# ---- ram_2x8_ctrl_flat ----
==> ram_2x8_ctrl_flat/class_map.png <==
Fill, decap, tap and diode cells in gray.
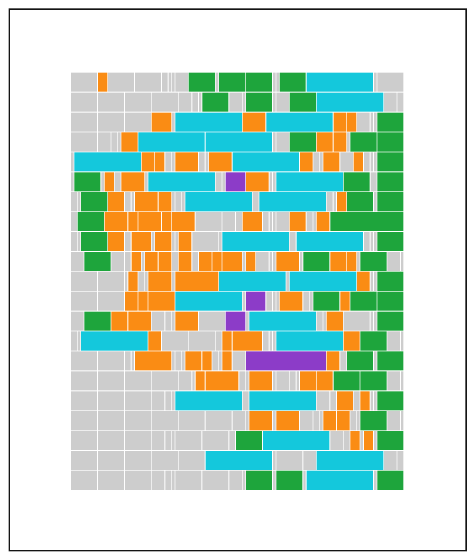

File: config.mk
export PLATFORM = sky130hd
export DESIGN_NAME = ram_2x8_ctrl_flat
export DESIGN_NICKNAME = d
export VERILOG_FILES = /design/src/rtl/ram_2x8_ctrl_if.sv /design/src/rtl/ram_2x8_ctrl.sv /design/src/flat_wrapper.sv
export SDC_FILE = /design/constraint.sdc
export NUM_CORES = 1
export LEC_CHECK = 0
export CAP_MARGIN = 20
export CORE_ASPECT_RATIO = 1.25
export CORE_MARGIN = 8
export CORE_UTILIZATION = 45
export DETAILED_ROUTE_END_ITERATION = 6
export GPL_TIMING_DRIVEN = 0
export PLACE_DENSITY = 0.81
export REMOVE_ABC_BUFFERS = 1
export SYNTH_ARGS = -nofsm -noshare
export SYNTH_HDL_FRONTEND = slang
export SYNTH_SLANG_ARGS = --single-unit
File: constraint.sdc
create_clock -name clk -period 3.3 [get_ports clk]
set_clock_uncertainty 0.2 [all_clocks]
set_input_delay 0.495 -clock clk [delete_from_list [all_inputs] [get_ports clk]]
set_output_delay 0.495 -clock clk [all_outputs]
set_load 0.1 [all_outputs]
File: src/rtl/ram_2x8_ctrl_if.sv
// ram_2x8_ctrl_if: request/response handshake bundle for the RAM_2x8 front-end.
//   req_valid/req_ready/req_we/req_addr/req_wdata : single-beat request channel
//   rsp_valid/rsp_ready/rsp_data/rsp_err          : response channel
//   master = request source / response sink, slave = controller
interface ram_2x8_ctrl_if;
  logic       req_valid;
  logic       req_ready;
  logic       req_we;
  logic       req_addr;
  logic [7:0] req_wdata;
  logic       rsp_valid;
  logic       rsp_ready;
  logic [7:0] rsp_data;
  logic       rsp_err;

  modport master (
    output req_valid, req_we, req_addr, req_wdata, rsp_ready,
    input  req_ready, rsp_valid, rsp_data, rsp_err
  );

  modport slave (
    input  req_valid, req_we, req_addr, req_wdata, rsp_ready,
    output req_ready, rsp_valid, rsp_data, rsp_err
  );
endinterface

File: src/rtl/ram_2x8_ctrl.sv
// ram_2x8_ctrl: valid/ready front-end for the 2-word x 8-bit RAM (RAM_2x8).
// Sequences the RAM addr/r_w/data pins for single-beat reads and writes,
// captures read data into a response, and optionally zero-fills both words
// after reset.
// Ports:
//   clk        system clock, rising edge
//   clear      asynchronous active-low reset
//   bus        request/response handshake (slave side)
//   ram_addr   RAM word address
//   ram_r_w    RAM write strobe (1 = write)
//   ram_in     RAM write data (bit 7 = in1)
//   ram_out    RAM read data (bit 7 = out1)
//   init_done  zero-fill sequence complete
// Parameters: READ_LAT (1..3) read hold cycles, INIT_ZERO (1 = zero-fill).
// Optional build macro RAM_CTRL_VERIFY_EN: read back every write and flag
// a mismatch on rsp_err; without it rsp_err stays 0.
// All outputs are registered; the next-state logic computes the value each
// output register takes at the coming edge.
module ram_2x8_ctrl #(
  parameter int unsigned READ_LAT  = 1,
  parameter int unsigned INIT_ZERO = 1
) (
  input  logic                 clk,
  input  logic                 clear,
  ram_2x8_ctrl_if.slave        bus,
  output logic                 ram_addr,
  output logic                 ram_r_w,
  output logic [7:0]           ram_in,
  input  logic [7:0]           ram_out,
  output logic                 init_done
);

  localparam int unsigned CNT_W = 2;
  localparam logic [CNT_W-1:0] CNT_LAST = CNT_W'(READ_LAT - 1);

  typedef enum logic [2:0] {
    S_INIT0,
    S_INIT1,
    S_IDLE,
    S_WR,
    S_RD,
    S_RSP
`ifdef RAM_CTRL_VERIFY_EN
    , S_VFY
`endif
  } state_t;

  localparam state_t S_RESET = (INIT_ZERO != 0) ? S_INIT0 : S_IDLE;

  state_t           r_state,     w_state_nxt;
  logic [CNT_W-1:0] r_cnt,       w_cnt_nxt;
  logic             r_req_ready, w_req_ready_nxt;
  logic             r_rsp_valid, w_rsp_valid_nxt;
  logic [7:0]       r_rsp_data,  w_rsp_data_nxt;
  logic             r_rsp_err,   w_rsp_err_nxt;
  logic             r_ram_addr,  w_ram_addr_nxt;
  logic             r_ram_r_w,   w_ram_r_w_nxt;
  logic [7:0]       r_ram_in,    w_ram_in_nxt;
  logic             r_init_done, w_init_done_nxt;
  logic             w_cnt_last;

  assign w_cnt_last = (r_cnt == CNT_LAST);

  // State and output registers
  always_ff @(posedge clk or negedge clear) begin
    if (!clear) begin
      r_state     <= S_RESET;
      r_cnt       <= '0;
      r_req_ready <= 1'b0;
      r_rsp_valid <= 1'b0;
      r_rsp_data  <= 8'h00;
      r_rsp_err   <= 1'b0;
      r_ram_addr  <= 1'b0;
      r_ram_r_w   <= 1'b0;
      r_ram_in    <= 8'h00;
      r_init_done <= 1'b0;
    end else begin
      r_state     <= w_state_nxt;
      r_cnt       <= w_cnt_nxt;
      r_req_ready <= w_req_ready_nxt;
      r_rsp_valid <= w_rsp_valid_nxt;
      r_rsp_data  <= w_rsp_data_nxt;
      r_rsp_err   <= w_rsp_err_nxt;
      r_ram_addr  <= w_ram_addr_nxt;
      r_ram_r_w   <= w_ram_r_w_nxt;
      r_ram_in    <= w_ram_in_nxt;
      r_init_done <= w_init_done_nxt;
    end
  end

  // Next state and next output values
  always_comb begin
    w_state_nxt     = r_state;
    w_cnt_nxt       = r_cnt;
    w_req_ready_nxt = r_req_ready;
    w_rsp_valid_nxt = r_rsp_valid;
    w_rsp_data_nxt  = r_rsp_data;
    w_rsp_err_nxt   = r_rsp_err;
    w_ram_addr_nxt  = r_ram_addr;
    w_ram_r_w_nxt   = 1'b0;          // strobe only ever asserted for one cycle per step
    w_ram_in_nxt    = r_ram_in;
    w_init_done_nxt = r_init_done;

    unique case (r_state)
      S_INIT0: begin
        w_ram_r_w_nxt  = 1'b1;
        w_ram_addr_nxt = 1'b0;
        w_ram_in_nxt   = 8'h00;
        w_state_nxt    = S_INIT1;
      end
      S_INIT1: begin
        w_ram_r_w_nxt  = 1'b1;
        w_ram_addr_nxt = 1'b1;
        w_ram_in_nxt   = 8'h00;
        w_state_nxt    = S_IDLE;
      end
      S_IDLE: begin
        w_init_done_nxt = 1'b1;
        if (bus.req_valid && r_req_ready) begin
          // ram_addr/ram_in double as the latched request address and data
          w_req_ready_nxt = 1'b0;
          w_ram_addr_nxt  = bus.req_addr;
          w_ram_in_nxt    = bus.req_wdata;
          w_cnt_nxt       = '0;
          if (bus.req_we) begin
            w_ram_r_w_nxt = 1'b1;
            w_state_nxt   = S_WR;
          end else begin
            w_state_nxt   = S_RD;
          end
        end else begin
          w_req_ready_nxt = 1'b1;
        end
      end
      S_WR: begin
`ifdef RAM_CTRL_VERIFY_EN
        w_cnt_nxt       = '0;
        w_state_nxt     = S_VFY;
`else
        w_rsp_data_nxt  = r_ram_in;
        w_rsp_err_nxt   = 1'b0;
        w_rsp_valid_nxt = 1'b1;
        w_state_nxt     = S_RSP;
`endif
      end
      S_RD: begin
        if (w_cnt_last) begin
          w_rsp_data_nxt  = ram_out;
          w_rsp_err_nxt   = 1'b0;
          w_rsp_valid_nxt = 1'b1;
          w_state_nxt     = S_RSP;
        end else begin
          w_cnt_nxt = r_cnt + CNT_W'(1);
        end
      end
`ifdef RAM_CTRL_VERIFY_EN
      S_VFY: begin
        if (w_cnt_last) begin
          w_rsp_data_nxt  = r_ram_in;
          w_rsp_err_nxt   = (ram_out != r_ram_in);
          w_rsp_valid_nxt = 1'b1;
          w_state_nxt     = S_RSP;
        end else begin
          w_cnt_nxt = r_cnt + CNT_W'(1);
        end
      end
`endif
      S_RSP: begin
        // Reopen req_ready on the closing edge so the next request can
        // be accepted on the following edge.
        if (bus.rsp_ready) begin
          w_rsp_valid_nxt = 1'b0;
          w_req_ready_nxt = 1'b1;
          w_state_nxt     = S_IDLE;
        end
      end
      default: begin
        w_state_nxt = S_IDLE;
      end
    endcase
  end

  assign bus.req_ready = r_req_ready;
  assign bus.rsp_valid = r_rsp_valid;
  assign bus.rsp_data  = r_rsp_data;
  assign bus.rsp_err   = r_rsp_err;
  assign ram_addr      = r_ram_addr;
  assign ram_r_w       = r_ram_r_w;
  assign ram_in        = r_ram_in;
  assign init_done     = r_init_done;

endmodule
File: src/flat_wrapper.sv
// flat-port wrapper written by rule: the top's interface ports become plain ports
module ram_2x8_ctrl_flat 
#(
  parameter int unsigned READ_LAT  = 1,
  parameter int unsigned INIT_ZERO = 1
)
  (clk, clear, ram_addr, ram_r_w, ram_in, ram_out, init_done, bus_req_valid, bus_req_we, bus_req_addr, bus_req_wdata, bus_rsp_ready, bus_req_ready, bus_rsp_valid, bus_rsp_data, bus_rsp_err);
  ram_2x8_ctrl_if bus_i ();
  input  logic clk;
  input  logic clear;
  output logic ram_addr;
  output logic ram_r_w;
  output logic [7:0] ram_in;
  input  logic [7:0] ram_out;
  output logic init_done;
  input wire logic [$bits(bus_i.req_valid)-1:0] bus_req_valid;
  input wire logic [$bits(bus_i.req_we)-1:0] bus_req_we;
  input wire logic [$bits(bus_i.req_addr)-1:0] bus_req_addr;
  input wire logic [$bits(bus_i.req_wdata)-1:0] bus_req_wdata;
  input wire logic [$bits(bus_i.rsp_ready)-1:0] bus_rsp_ready;
  output wire logic [$bits(bus_i.req_ready)-1:0] bus_req_ready;
  output wire logic [$bits(bus_i.rsp_valid)-1:0] bus_rsp_valid;
  output wire logic [$bits(bus_i.rsp_data)-1:0] bus_rsp_data;
  output wire logic [$bits(bus_i.rsp_err)-1:0] bus_rsp_err;
  assign bus_i.req_valid = bus_req_valid;
  assign bus_i.req_we = bus_req_we;
  assign bus_i.req_addr = bus_req_addr;
  assign bus_i.req_wdata = bus_req_wdata;
  assign bus_i.rsp_ready = bus_rsp_ready;
  assign bus_req_ready = bus_i.req_ready;
  assign bus_rsp_valid = bus_i.rsp_valid;
  assign bus_rsp_data = bus_i.rsp_data;
  assign bus_rsp_err = bus_i.rsp_err;
  ram_2x8_ctrl #(.READ_LAT(READ_LAT), .INIT_ZERO(INIT_ZERO)) u_core (.clk(clk), .clear(clear), .bus(bus_i), .ram_addr(ram_addr), .ram_r_w(ram_r_w), .ram_in(ram_in), .ram_out(ram_out), .init_done(init_done));
endmodule
# ---- block_scroller ----
### src/rtl/block_scroller.sv
// Playfield owner for the 8x8 falling-blocks game: scrolls rows down, inserts LFSR rows, scores dodged rows.
// Optional macro BLOCK_SCROLLER_SPEEDUP_EN shortens the scroll period as the score grows.
module block_scroller #(
  parameter int unsigned TICK_DIV  = 25_000_000,
  parameter logic [15:0] LFSR_SEED = 16'hACE1,
  parameter int unsigned MIN_GAP   = 2
) (
  input  logic        clk,
  input  logic        rst,
  input  logic        start,
  input  logic        gameover,
  output logic [63:0] blocks,
  output logic        step,
  output logic [15:0] score,
  output logic        running
);

  localparam logic [15:0] SEED_EFF  = (LFSR_SEED == 16'h0000) ? 16'hACE1 : LFSR_SEED;
  localparam logic [15:0] LFSR_MASK = 16'hB400;
  localparam int unsigned GAP_W     = (MIN_GAP < 2) ? 1 : $clog2(MIN_GAP + 1);
  localparam logic [GAP_W-1:0] GAP_LOAD = GAP_W'(MIN_GAP);

  typedef enum logic [1:0] {S_IDLE, S_RUN, S_OVER} state_t;

  state_t            state_q, state_d;
  logic [63:0]       blocks_q, blocks_d;
  logic [15:0]       score_q, score_d;
  logic [31:0]       div_q, div_d;
  logic [GAP_W-1:0]  gap_q, gap_d;
  logic [15:0]       lfsr_q, lfsr_d;
  logic              step_q, step_d;
  logic              running_q, running_d;
  logic [31:0]       period_m1;
  logic [7:0]        new_row;
  logic              scroll;

`ifdef BLOCK_SCROLLER_SPEEDUP_EN
  localparam logic [31:0] PERIOD_MAX = 32'(TICK_DIV);
  localparam logic [31:0] PERIOD_DEC = 32'(TICK_DIV / 8);
  localparam logic [31:0] PERIOD_MIN = 32'(TICK_DIV / 4);

  logic [31:0] period_q, period_d;

  assign period_m1 = period_q - 32'd1;

  function automatic logic [31:0] shorten(input logic [31:0] p);
    if (p >= PERIOD_MIN + PERIOD_DEC) shorten = p - PERIOD_DEC;
    else                              shorten = PERIOD_MIN;
  endfunction
`else
  assign period_m1 = 32'(TICK_DIV - 1);
`endif

  function automatic logic [15:0] sat_inc(input logic [15:0] v);
    sat_inc = (v == 16'hFFFF) ? v : v + 16'd1;
  endfunction

  function automatic logic [7:0] gen_row(input logic [15:0] l);
    gen_row = (8'd1 << l[2:0]) | (l[3] ? (8'd1 << l[6:4]) : 8'd0);
  endfunction

  // State register
  always_ff @(posedge clk or negedge rst) begin
    if (!rst) begin
      state_q   <= S_IDLE;
      blocks_q  <= 64'd0;
      score_q   <= 16'd0;
      div_q     <= 32'd0;
      gap_q     <= '0;
      lfsr_q    <= SEED_EFF;
      step_q    <= 1'b0;
      running_q <= 1'b0;
`ifdef BLOCK_SCROLLER_SPEEDUP_EN
      period_q  <= PERIOD_MAX;
`endif
    end else begin
      state_q   <= state_d;
      blocks_q  <= blocks_d;
      score_q   <= score_d;
      div_q     <= div_d;
      gap_q     <= gap_d;
      lfsr_q    <= lfsr_d;
      step_q    <= step_d;
      running_q <= running_d;
`ifdef BLOCK_SCROLLER_SPEEDUP_EN
      period_q  <= period_d;
`endif
    end
  end

  // Next-state logic; gameover takes priority over a coincident scroll
  always_comb begin
    state_d = state_q;
    unique case (state_q)
      S_IDLE:  if (start)    state_d = S_RUN;
      S_RUN:   if (gameover) state_d = S_OVER;
      S_OVER:  if (start)    state_d = S_RUN;
      default:               state_d = S_IDLE;
    endcase
  end

  assign scroll  = (state_q == S_RUN) && !gameover && (div_q == period_m1);
  assign new_row = (gap_q != '0) ? 8'h00 : gen_row(lfsr_q);

  // Datapath and registered outputs
  always_comb begin
    blocks_d  = blocks_q;
    score_d   = score_q;
    div_d     = div_q;
    gap_d     = gap_q;
    step_d    = 1'b0;
    running_d = (state_d == S_RUN);
    lfsr_d    = lfsr_q[0] ? ((lfsr_q >> 1) ^ LFSR_MASK) : (lfsr_q >> 1);
`ifdef BLOCK_SCROLLER_SPEEDUP_EN
    period_d  = period_q;
`endif
    unique case (state_q)
      S_IDLE, S_OVER: begin
        if (start) begin
          blocks_d = 64'd0;
          score_d  = 16'd0;
          div_d    = 32'd0;
          gap_d    = '0;
`ifdef BLOCK_SCROLLER_SPEEDUP_EN
          period_d = PERIOD_MAX;
`endif
        end
      end
      S_RUN: begin
        if (!gameover) div_d = div_q + 32'd1;
        if (scroll) begin
          div_d    = 32'd0;
          blocks_d = {new_row, blocks_q[63:8]};
          gap_d    = (gap_q != '0) ? gap_q - GAP_W'(1) : GAP_LOAD;
          step_d   = 1'b1;
          if (blocks_q[7:0] != 8'h00) begin
            score_d = sat_inc(score_q);
`ifdef BLOCK_SCROLLER_SPEEDUP_EN
            if (score_q != 16'hFFFF && score_d[3:0] == 4'h0) period_d = shorten(period_q);
`endif
          end
        end
      end
      default: ;
    endcase
  end

  assign blocks  = blocks_q;
  assign score   = score_q;
  assign step    = step_q;
  assign running = running_q;

endmodule
### config.mk
export PLATFORM = sky130hd
export DESIGN_NAME = block_scroller
export DESIGN_NICKNAME = d
export VERILOG_FILES = /design/src/rtl/block_scroller.sv
export SDC_FILE = /design/constraint.sdc
export NUM_CORES = 1
export LEC_CHECK = 0
export CAP_MARGIN = 25
export CORE_ASPECT_RATIO = 0.9
export CORE_MARGIN = 3
export CORE_UTILIZATION = 40
export DETAILED_ROUTE_END_ITERATION = 7
export GPL_TIMING_DRIVEN = 0
export PLACE_DENSITY = 0.7
export SYNTH_ARGS = -nofsm -noshare
export SYNTH_HDL_FRONTEND = slang
export SYNTH_SLANG_ARGS = --single-unit
### constraint.sdc
create_clock -name clk -period 7.1 [get_ports clk]
set_input_delay 1.42 -clock clk [delete_from_list [all_inputs] [get_ports clk]]
set_output_delay 1.42 -clock clk [all_outputs]
set_load 0.02 [all_outputs]
# ---- crystal_prescaler ----
[src/rtl/asic_watch_pkg.sv]
// Shared constants for the watch time base: crystal frequency and prescaler defaults.
package asic_watch_pkg;

  localparam int XTAL_HZ       = 32768;
  localparam int CNT_W_DEF     = 15;
  localparam int FAST_W_DEF    = 9;
  localparam int TRIM_W_DEF    = 8;
  localparam int CAL_TICKS_DEF = 60;

  // Counter width able to hold 0..ticks-1, never narrower than one bit.
  function automatic int cal_width(input int ticks);
    return (ticks > 2) ? $clog2(ticks) : 1;
  endfunction

endpackage

[src/rtl/crystal_prescaler_tc_counter.sv]
// Terminal-count counter: counts enabled cycles, wraps to zero at term and
// flags the wrapping cycle; clear wins over everything and suppresses the wrap.
module tc_counter
  import asic_watch_pkg::*;
#(
  parameter int W = 4
) (
  input  logic         clk,
  input  logic         rstn,
  input  logic         en,
  input  logic         clr,
  input  logic [W-1:0] term,
  output logic [W-1:0] count,
  output logic         wrap
);

  localparam logic [W-1:0] ONE  = W'(1);
  localparam logic [W-1:0] ZERO = {W{1'b0}};

  logic [W-1:0] count_r;

  assign wrap  = en & ~clr & (count_r == term);
  assign count = count_r;

  // Count register: clear, wrap at terminal, or advance when enabled.
  always_ff @(posedge clk or negedge rstn) begin
    if (!rstn) begin
      count_r <= ZERO;
    end else if (clr) begin
      count_r <= ZERO;
    end else if (wrap) begin
      count_r <= ZERO;
    end else if (en) begin
      count_r <= count_r + ONE;
    end
  end

endmodule

[src/rtl/crystal_prescaler.sv]
// Watch-crystal prescaler: 2**CNT_W period tick with periodic signed trim,
// fast time-setting mode, enable, synchronous restart and legacy square wave.
module crystal_prescaler
  import asic_watch_pkg::*;
#(
  parameter int CNT_W     = CNT_W_DEF,
  parameter int FAST_W    = FAST_W_DEF,
  parameter int TRIM_W    = TRIM_W_DEF,
  parameter int CAL_TICKS = CAL_TICKS_DEF
) (
  input  logic              clk_i,
  input  logic              rstn_i,
  input  logic              en_i,
  input  logic              clr_i,
  input  logic              fast_i,
  input  logic [TRIM_W-1:0] trim_i,
  input  logic              trim_ld_i,
  output logic              tick_o,
  output logic              clk_o,
  output logic              cal_o
);

  localparam int CAL_W = cal_width(CAL_TICKS);
  localparam logic [CAL_W-1:0] CAL_LAST = CAL_W'(CAL_TICKS - 1);
  localparam logic [CAL_W-1:0] CAL_PRE  = CAL_W'(CAL_TICKS - 2);
  // Terminal values live in CNT_W+1 bits so a positive trim cannot overflow.
  localparam logic [CNT_W:0] NOM_TERM  = {1'b0, {CNT_W{1'b1}}};
  localparam logic [CNT_W:0] FAST_TERM = {{(CNT_W + 1 - FAST_W){1'b0}}, {FAST_W{1'b1}}};

  logic              mode_r;
  logic              tick_r;
  logic              clk_r;
  logic              cal_o_r;
  logic [TRIM_W-1:0] trim_sh_r;
  logic [TRIM_W-1:0] trim_act_r;

  logic              mode_chg_s;
  logic              main_clr_s;
  logic              tick_ev_s;
  logic              cal_adv_s;
  logic              cal_wrap_s;
  logic [CNT_W:0]    trim_ext_s;
  logic [CNT_W:0]    term_s;
  logic [CNT_W:0]    main_count_s;
  logic [CAL_W-1:0]  cal_count_s;
  logic              unused_s;

  assign mode_chg_s = fast_i ^ mode_r;
  assign main_clr_s = clr_i | mode_chg_s;
  assign cal_adv_s  = tick_ev_s & ~mode_r;
  assign trim_ext_s = {{(CNT_W + 1 - TRIM_W){trim_act_r[TRIM_W-1]}}, trim_act_r};
  assign unused_s   = ^main_count_s;

  // Terminal count selection for the period in progress.
  always_comb begin
    term_s = NOM_TERM;
    if (mode_r) begin
      term_s = FAST_TERM;
    end else if (cal_o_r) begin
      term_s = NOM_TERM + trim_ext_s;
    end else begin
      term_s = NOM_TERM;
    end
  end

  tc_counter #(
    .W (CNT_W + 1)
  ) u_main (
    .clk   (clk_i),
    .rstn  (rstn_i),
    .en    (en_i),
    .clr   (main_clr_s),
    .term  (term_s),
    .count (main_count_s),
    .wrap  (tick_ev_s)
  );

  tc_counter #(
    .W (CAL_W)
  ) u_cal (
    .clk   (clk_i),
    .rstn  (rstn_i),
    .en    (cal_adv_s),
    .clr   (clr_i),
    .term  (CAL_LAST),
    .count (cal_count_s),
    .wrap  (cal_wrap_s)
  );

  // Mode, tick and square-wave registers; active trim only moves on a tick.
  always_ff @(posedge clk_i or negedge rstn_i) begin
    if (!rstn_i) begin
      mode_r     <= 1'b0;
      tick_r     <= 1'b0;
      clk_r      <= 1'b0;
      trim_act_r <= {TRIM_W{1'b0}};
    end else begin
      mode_r <= fast_i;
      tick_r <= tick_ev_s;
      if (tick_ev_s) begin
        clk_r      <= ~clk_r;
        trim_act_r <= trim_sh_r;
      end
    end
  end

  // Trim shadow register, loadable whether or not counting is enabled.
  always_ff @(posedge clk_i or negedge rstn_i) begin
    if (!rstn_i) begin
      trim_sh_r <= {TRIM_W{1'b0}};
    end else if (trim_ld_i) begin
      trim_sh_r <= trim_i;
    end
  end

  // cal_o tracks the cal counter's next value so it is high for its last state.
  always_ff @(posedge clk_i or negedge rstn_i) begin
    if (!rstn_i) begin
      cal_o_r <= 1'b0;
    end else if (clr_i) begin
      cal_o_r <= 1'b0;
    end else if (cal_adv_s) begin
      cal_o_r <= ~cal_wrap_s & (cal_count_s == CAL_PRE);
    end
  end

  assign tick_o = tick_r;
  assign clk_o  = clk_r;
  assign cal_o  = cal_o_r;

endmodule

[config.mk]
export PLATFORM = sky130hd
export DESIGN_NAME = crystal_prescaler
export DESIGN_NICKNAME = d
export VERILOG_FILES = /design/src/rtl/asic_watch_pkg.sv /design/src/rtl/crystal_prescaler_tc_counter.sv /design/src/rtl/crystal_prescaler.sv
export SDC_FILE = /design/constraint.sdc
export NUM_CORES = 1
export LEC_CHECK = 0
export ABC_AREA = 1
export CORE_ASPECT_RATIO = 1.1
export CORE_MARGIN = 3
export CORE_UTILIZATION = 50
export DETAILED_ROUTE_END_ITERATION = 12
export DONT_BUFFER_PORTS = 1
export GPL_ROUTABILITY_DRIVEN = 0
export RECOVER_POWER = 100
export SYNTH_ARGS = -nofsm -noshare
export SYNTH_HDL_FRONTEND = slang
export SYNTH_HIERARCHICAL = 1
export SYNTH_SLANG_ARGS = --single-unit
[constraint.sdc]
create_clock -name clk_i -period 8.56 [get_ports clk_i]
set_input_delay 2.14 -clock clk_i [delete_from_list [all_inputs] [get_ports clk_i]]
set_output_delay 2.14 -clock clk_i [all_outputs]
set_load 0.01 [all_outputs]
# ---- fir_mse_meter ----
<file path="src/rtl/fir_metric_pkg.sv">
// Shared types and constants for the FIR error-metric blocks.
package fir_metric_pkg;

  typedef enum logic [1:0] {IDLE, RUN, DRAIN, DONE} mse_state_e;

  localparam int DEF_DATA_W   = 16;
  localparam int DRAIN_CYCLES = 2;
  localparam int PIPE_STAGES  = 2;

endpackage

</file>
<file path="src/rtl/sq_err_stage.sv">
// S1/S2 of the MSE pipeline: signed difference, then its square.
// With FIR_MSE_PEAK_EN defined it also exposes |diff| and the S1 valid.
module sq_err_stage
  import fir_metric_pkg::*;
#(
  parameter int DATA_W = DEF_DATA_W
) (
  input  logic                      clk,
  input  logic                      rstN,
  input  logic                      clr,
  input  logic                      in_vld,
  input  logic [DATA_W-1:0]         y_ref,
  input  logic [DATA_W-1:0]         y_apx,
`ifdef FIR_MSE_PEAK_EN
  output logic                      s1_vld,
  output logic [DATA_W:0]           abs_diff,
`endif
  output logic                      s2_vld,
  output logic [2*(DATA_W+1)-1:0]   sq
);

  localparam int STAGES = PIPE_STAGES;
  localparam int SQ_W   = 2 * (DATA_W + 1);

  logic [STAGES:0]        vld_pipe;
  logic signed [DATA_W:0] diff;
  logic signed [DATA_W:0] diff_nxt;
  logic signed [SQ_W-1:0] dx;
  logic signed [SQ_W-1:0] prod;

  assign vld_pipe[0] = in_vld;
  assign diff_nxt    = {y_ref[DATA_W-1], y_ref} - {y_apx[DATA_W-1], y_apx};

  // Widen before multiplying so the low SQ_W bits hold the exact square.
  assign dx   = {{(DATA_W+1){diff[DATA_W]}}, diff};
  assign prod = dx * dx;

  always_ff @(posedge clk or negedge rstN) begin
    if (!rstN) begin
      vld_pipe[STAGES:1] <= '0;
      diff               <= '0;
      sq                 <= '0;
    end else begin
      vld_pipe[STAGES:1] <= clr ? '0 : vld_pipe[STAGES-1:0];
      if (vld_pipe[0]) diff <= diff_nxt;
      if (vld_pipe[1]) sq   <= prod;
    end
  end

  assign s2_vld = vld_pipe[2];

`ifdef FIR_MSE_PEAK_EN
  assign s1_vld   = vld_pipe[1];
  assign abs_diff = diff[DATA_W] ? unsigned'(-diff) : unsigned'(diff);
`endif

endmodule

</file>
<file path="src/rtl/fir_mse_meter.sv">
// Windowed mean-squared-error meter for exact vs approximate FIR outputs.
// Define FIR_MSE_PEAK_EN to also track the peak |y_ref - y_apx| per window.
module fir_mse_meter
  import fir_metric_pkg::*;
#(
  parameter int DATA_W = DEF_DATA_W,
  parameter int LOG2_N = 10,
  parameter int ACC_W  = 48
) (
  input  logic                     clk,
  input  logic                     rstN,
  input  logic                     start,
  input  logic                     in_valid,
  input  logic [DATA_W-1:0]        y_ref,
  input  logic [DATA_W-1:0]        y_apx,
  output logic                     busy,
  output logic                     done,
  output logic [ACC_W-LOG2_N-1:0]  mse,
  output logic [LOG2_N:0]          sample_cnt,
  output logic [DATA_W:0]          err_peak
);

  localparam int SQ_W = 2 * (DATA_W + 1);
  localparam logic [LOG2_N:0] LAST_IDX = (LOG2_N+1)'((1 << LOG2_N) - 1);

  mse_state_e        state, state_nxt;
  logic              drain_cnt;
  logic              accept, clr;
  logic              s2_vld;
  logic [SQ_W-1:0]   sq;
  logic [ACC_W-1:0]  acc;

  assign accept = (state == RUN) && in_valid;
  assign clr    = (state == IDLE) && start;
  // DONE is the output-register cycle, so busy drops exactly as done rises.
  assign busy   = (state != IDLE);

  always_comb begin
    state_nxt = state;
    case (state)
      IDLE:    if (start) state_nxt = RUN;
      RUN:     if (accept && sample_cnt == LAST_IDX) state_nxt = DRAIN;
      DRAIN:   if (drain_cnt == 1'b0) state_nxt = DONE;
      DONE:    state_nxt = IDLE;
      default: state_nxt = IDLE;
    endcase
  end

  always_ff @(posedge clk or negedge rstN) begin
    if (!rstN) begin
      state      <= IDLE;
      drain_cnt  <= 1'b0;
      sample_cnt <= '0;
      acc        <= '0;
      done       <= 1'b0;
      mse        <= '0;
    end else begin
      state <= state_nxt;
      done  <= (state == DONE);
      if (state == RUN)                           drain_cnt <= 1'(DRAIN_CYCLES - 1);
      else if (state == DRAIN && drain_cnt != 0)  drain_cnt <= drain_cnt - 1'b1;
      if (clr)         sample_cnt <= '0;
      else if (accept) sample_cnt <= sample_cnt + 1'b1;
      if (clr)         acc <= '0;
      else if (s2_vld) acc <= acc + ACC_W'(sq);
      if (state == DONE) mse <= acc[ACC_W-1:LOG2_N];
    end
  end

`ifdef FIR_MSE_PEAK_EN
  logic              s1_vld;
  logic [DATA_W:0]   abs_diff;
  logic [DATA_W:0]   peak;

  sq_err_stage #(.DATA_W(DATA_W)) u_sq (
    .clk      (clk),
    .rstN     (rstN),
    .clr      (clr),
    .in_vld   (accept),
    .y_ref    (y_ref),
    .y_apx    (y_apx),
    .s1_vld   (s1_vld),
    .abs_diff (abs_diff),
    .s2_vld   (s2_vld),
    .sq       (sq)
  );

  always_ff @(posedge clk or negedge rstN) begin
    if (!rstN) begin
      peak     <= '0;
      err_peak <= '0;
    end else begin
      if (clr)                          peak <= '0;
      else if (s1_vld && abs_diff > peak) peak <= abs_diff;
      if (state == DONE) err_peak <= peak;
    end
  end
`else
  sq_err_stage #(.DATA_W(DATA_W)) u_sq (
    .clk    (clk),
    .rstN   (rstN),
    .clr    (clr),
    .in_vld (accept),
    .y_ref  (y_ref),
    .y_apx  (y_apx),
    .s2_vld (s2_vld),
    .sq     (sq)
  );

  assign err_peak = '0;
`endif

endmodule
</file>
<file path="config.mk">
export PLATFORM = sky130hd
export DESIGN_NAME = fir_mse_meter
export DESIGN_NICKNAME = d
export VERILOG_FILES = /design/src/rtl/fir_metric_pkg.sv /design/src/rtl/sq_err_stage.sv /design/src/rtl/fir_mse_meter.sv
export SDC_FILE = /design/constraint.sdc
export NUM_CORES = 1
export LEC_CHECK = 0
export CAP_MARGIN = 20
export CORE_MARGIN = 4
export CORE_UTILIZATION = 40
export CTS_BUF_LIST = sky130_fd_sc_hd__clkbuf_8
export DETAILED_ROUTE_END_ITERATION = 16
export GPL_TIMING_DRIVEN = 0
export SYNTH_ARGS = -nofsm -noshare
export SYNTH_HDL_FRONTEND = slang
export SYNTH_SLANG_ARGS = --single-unit
</file>
<file path="constraint.sdc">
create_clock -name clk -period 8.06 [get_ports clk]
set_input_delay 0.806 -clock clk [delete_from_list [all_inputs] [get_ports clk]]
set_output_delay 0.806 -clock clk [all_outputs]
set_load 0.01 [all_outputs]
</file>
==> crystal_prescaler/pinout.png <==
Pins as bars across the die edge, other pins in gray.
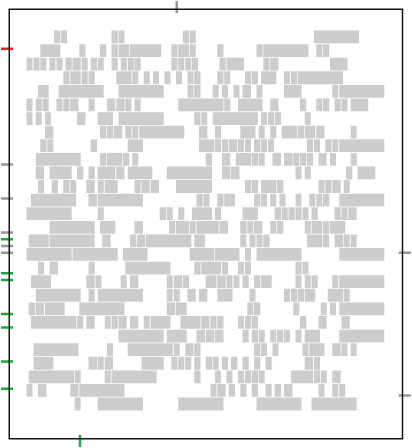
port	color	pins	direction	edge
trim_i	green	8	input	7 west, 1 south
clk_i	red	1	input	west

==> crystal_prescaler/clock_wires.png <==
The bar under the picture is 20 um long.
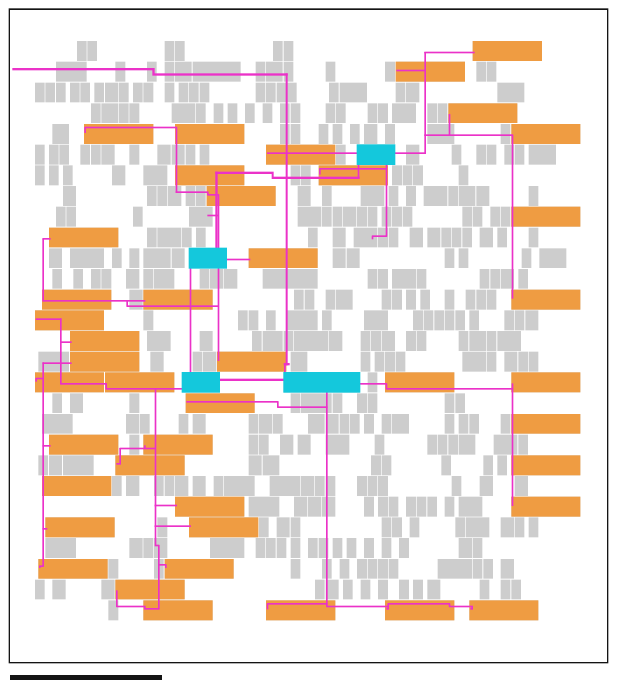
[clock-net drivers] cyan | count: 5
[clock wires] magenta | length: 579 um
[flip-flops] orange | count: 42
flops lie	spread over the die
routed clock nets	6
worst skew pair latency: 0.30 ns

==> run notes, crystal_prescaler <==
State of the implementation.

- The flip-flop count of the largest register, all copies and words added is 16, for reference.
- The layout summary lists the proportion of cells stronger than drive strength 1 as around 10%.
- For this run, asynchronously set or reset flops after synthesis account for 100%.
- Relative to the synthesized area, the layout overhead comes to 5.08%.
- The post-placement worst setup slack is 4.73 ns, for reference.
- In the Yosys stats the netlist draws on 34 distinct library cells.
- The slowest stage cell on the critical path is nor3_1, for reference.
- The longest individual stage delay on the worst path is about 0.97 ns, for reference.
- The boundary pin count is 17, for reference.
- The worst reg2reg path depth is 20, for reference.
- For this run, the chip area from Yosys synthesis comes to 2880 um2.
- In the setup report, the worst path falls into the class register to register.
- The tightest slew margin relative to the limit is 32.0%, for reference.
- Per STA, the endpoint of the critical path is u_cal/count[2].
- The number of logic gates is around 310, for reference.
- The startpoint of the lowest-slack hold path is trim_sh_r[1], for reference.
- The flow ran to the end, and the final reports show no timing, DRC or antenna violations.
- The final timing report lists a max-slew violation count of 0.
- For met1 alone, demand over resource in global routing was 24.8%.
- The cell accounting for the most synthesized area is dfrtp_1, for reference.
- CTS saw around 42 sinks.
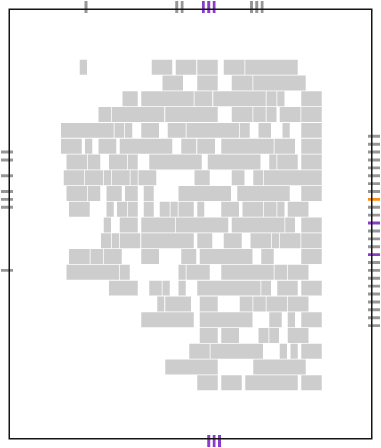
(ram_2x8_ctrl_flat/pinout.png)
Pins as bars across the die edge, other pins in gray.
port	color	pins	direction	edge
bus_req_wdata	purple	8	input	3 south, 3 north, 2 east
ram_addr	orange	1	output	east

==> ram_2x8_ctrl_flat/placed.png <==
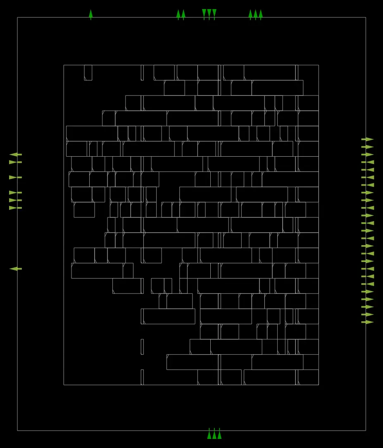
flip-flops: 26
sequential share of cell area: 38.3%
number of cell rows: 21

Notes on ram_2x8_ctrl_flat/class_map.png above:
class	color	cells	share of their area
clock drivers and dummy loads	purple	4	3.2%
registers	cyan	26	39%
remaining buffers and delay cells	green	43	27%
remaining logic cells	orange	80	30%

==> run notes, ram_2x8_ctrl_flat <==
State of the implementation.

- The worst-case register-to-register setup slack is ~1.3 ns, for reference.
- The worst hold endpoint is u_core.r_cnt[0], for reference.
- According to the I/O placement log, the pin count is approximately 44.
- The chip footprint is roughly 4600 um2, for reference.
- The slowest stage cell on the critical path is clkdlybuf4s50_1, for reference.
- For the worst setup path, the data arrival time is 1.94 ns.
- Signal routing reaches up to met4.
- The area fraction in full adders, half adders and majority gates is under 10%, for reference.
- For reference, the most critical setup path is categorized as register to output port.
- Across the run, the number of max-cap violations was 0.
- The flip-flop and latch count after synthesis is 26, for reference.
- The cell-mix breakdown from Yosys lists the XOR/XNOR area share as 0%.
- Per the log, the first TritonRoute iteration ended with a DRC count of 33.
- The sequential area share after synthesis is about 54%, for reference.
- The maximum clock insertion buffer count is 2, for reference.
- The number of synthesized flops with an enable pin is 0, for reference.
- The flow ran to the end, and the final reports show no timing, DRC or antenna violations.
- The number of buffers added to fix hold violations after cts is 0, for reference.
- The tally of non-filler cells in the final layout is 187, for reference.
==> fir_mse_meter/placed.png <==
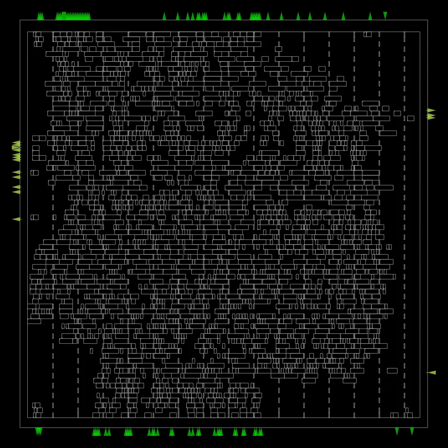
flip-flops: 153
post-layout util: 45.5%

==> fir_mse_meter/pinout.png <==
Pins as bars across the die edge, other pins in gray.
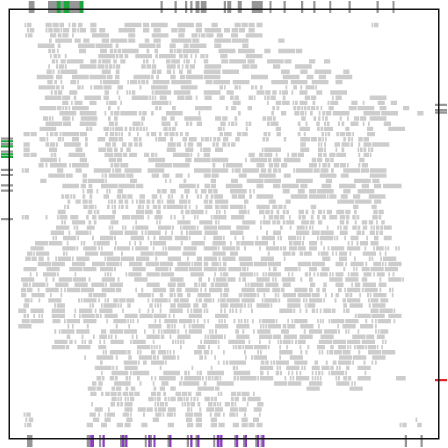
port	color	pins	direction	edge
sample_cnt	green	11	output	7 north, 4 west
rstN	red	1	input	east
y_ref	purple	16	input	south
Vert. Die Dim: 224 um
IO Port Bufs: 86
die span in x: 224 um

==> run notes, fir_mse_meter <==
State of the implementation.

- The slowest stage cell on the critical path is clkbuf_1, for reference.
- The number of warnings in the stage logs is 35, for reference.
- By area, multi-input combinational cells come first.
- The first global-routing pass estimated 75500 um of wire.
- STA classifies the critical path endpoint as a register.
- The setup check on the worst reg-to-reg path leaves a slack of ~0.68 ns.
- The cell accounting for the most synthesized area is fa_1, for reference.
- The final setup TNS is 0 ns, for reference.
- Counting flops with a built-in enable in the synthesized netlist gives 0.
- The flow ran to the end, and the final reports show no timing, DRC or antenna violations.
- The number of clock buffer instances in the layout is 18, for reference.
- The buffers plus inverters on the worst setup path is 5, for reference.
- The fraction of layout instances using a drive strength above 1 is roughly 6.5%, for reference.
- The top layer reached by signal wires is met4, for reference.
- The final report lists the setup-violating endpoint count as 0.
- For met3 alone, demand over resource in global routing was about 2.9%.
- The combinational family with the most area after synthesis is adder cells, for reference.
- In the layout the commonest cells are inv_1, fa_1, dfrtp_1.
- The area growth from synthesis to final layout is 11.4%, for reference.
- Counting tap cells, the placed design contains a total of 2662 instances.
==> block_scroller/placed.png <==
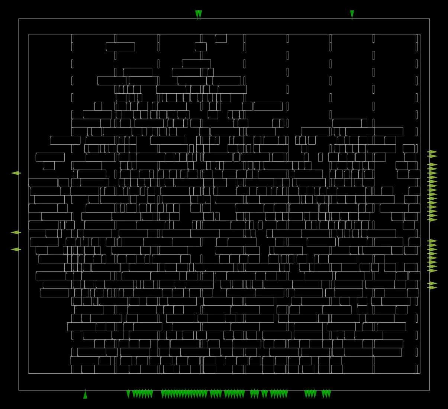
flip-flops: 134
Filler Cell Count: 1178

==> run notes, block_scroller <==
State of the implementation.

- The buffers inserted during post-CTS setup optimization is 0, for reference.
- The area fraction in full adders, half adders and majority gates is less than 1%, for reference.
- For reference, compound AND-OR and OR-AND cells occupy 17.4% of the area reported after synthesis.
- The max-slew check reports its worst relative slack as between 30% and 40%.
- In the final report, the number of endpoints failing setup comes to 0.
- CTS added clock buffers totalling 17.
- The multi-input combinational cell area is about 2200 um2, for reference.
- Clock latency on the worst-skew pair, taken at its later pin, is 0.41 ns.
- The flow ran to the end, and the final reports show no timing, DRC or antenna violations.
- Setup repair after global routing left no endpoint under its margin.
- The clock transition at the registers of the reported paths is about 0.060 ns, for reference.
- The flip-flop count of the largest register, all copies and words added is around 64, for reference.

## Gallery

Routed metal, one color a layer.
picture 1
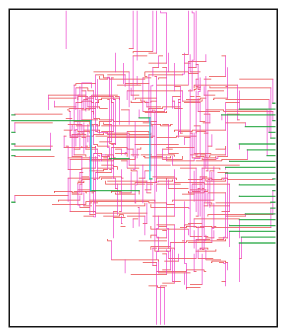
picture 2
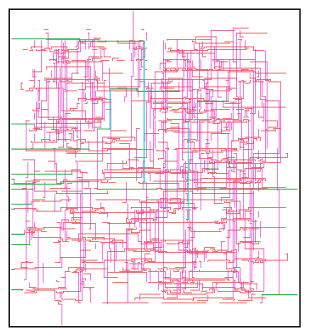
picture 3
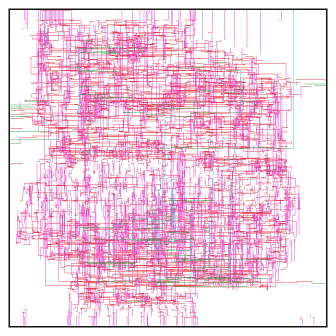
picture 4
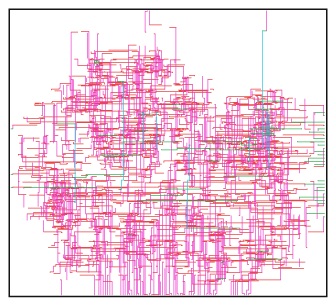
For fir_mse_meter, see picture 3.
For ram_2x8_ctrl_flat, see picture 1.
For block_scroller, see picture 4.
For crystal_prescaler, see picture 2.
The one with the most wire is picture 3.
The one with the least wire is picture 1.

Key to picture 4:
layer	color	wire length
M3	green	545 um
M2	magenta	6710 um
M1	red	6580 um
M4	cyan	242 um



==> notes/layouts.md <==
Pictures saved along the way, in no particular order.

Routed clock nets over the placement.
panel A
The bar under the picture is 50 um long.
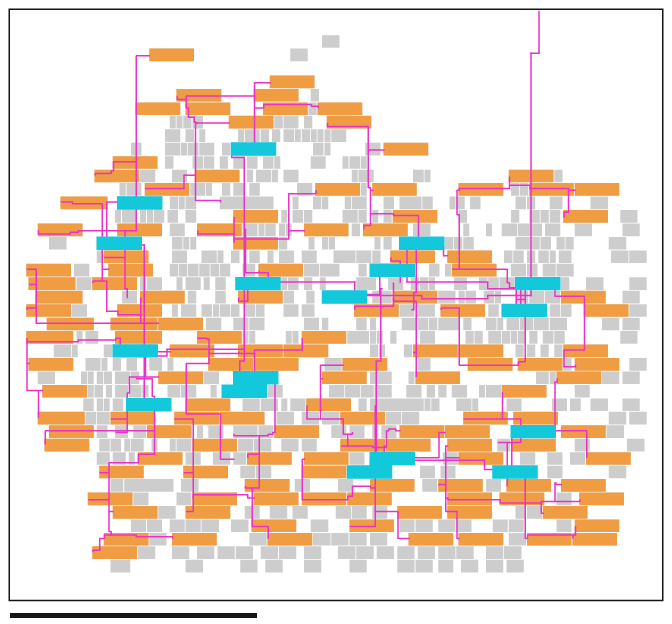
panel B
The bar under the picture is 20 um long.
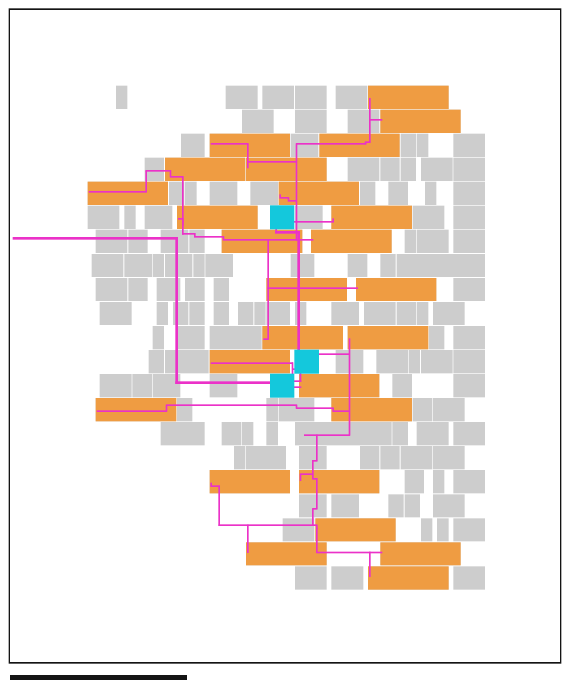
panel C
The bar under the picture is 50 um long.
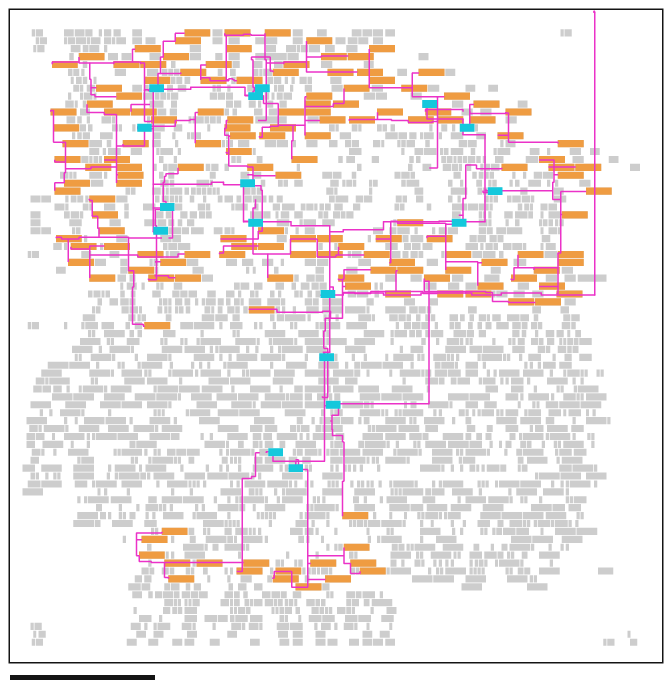
The one with the smallest die is panel B.
The one with the largest die is panel C.
Panel B is ram_2x8_ctrl_flat.
Panel C is fir_mse_meter.
Panel A is block_scroller.

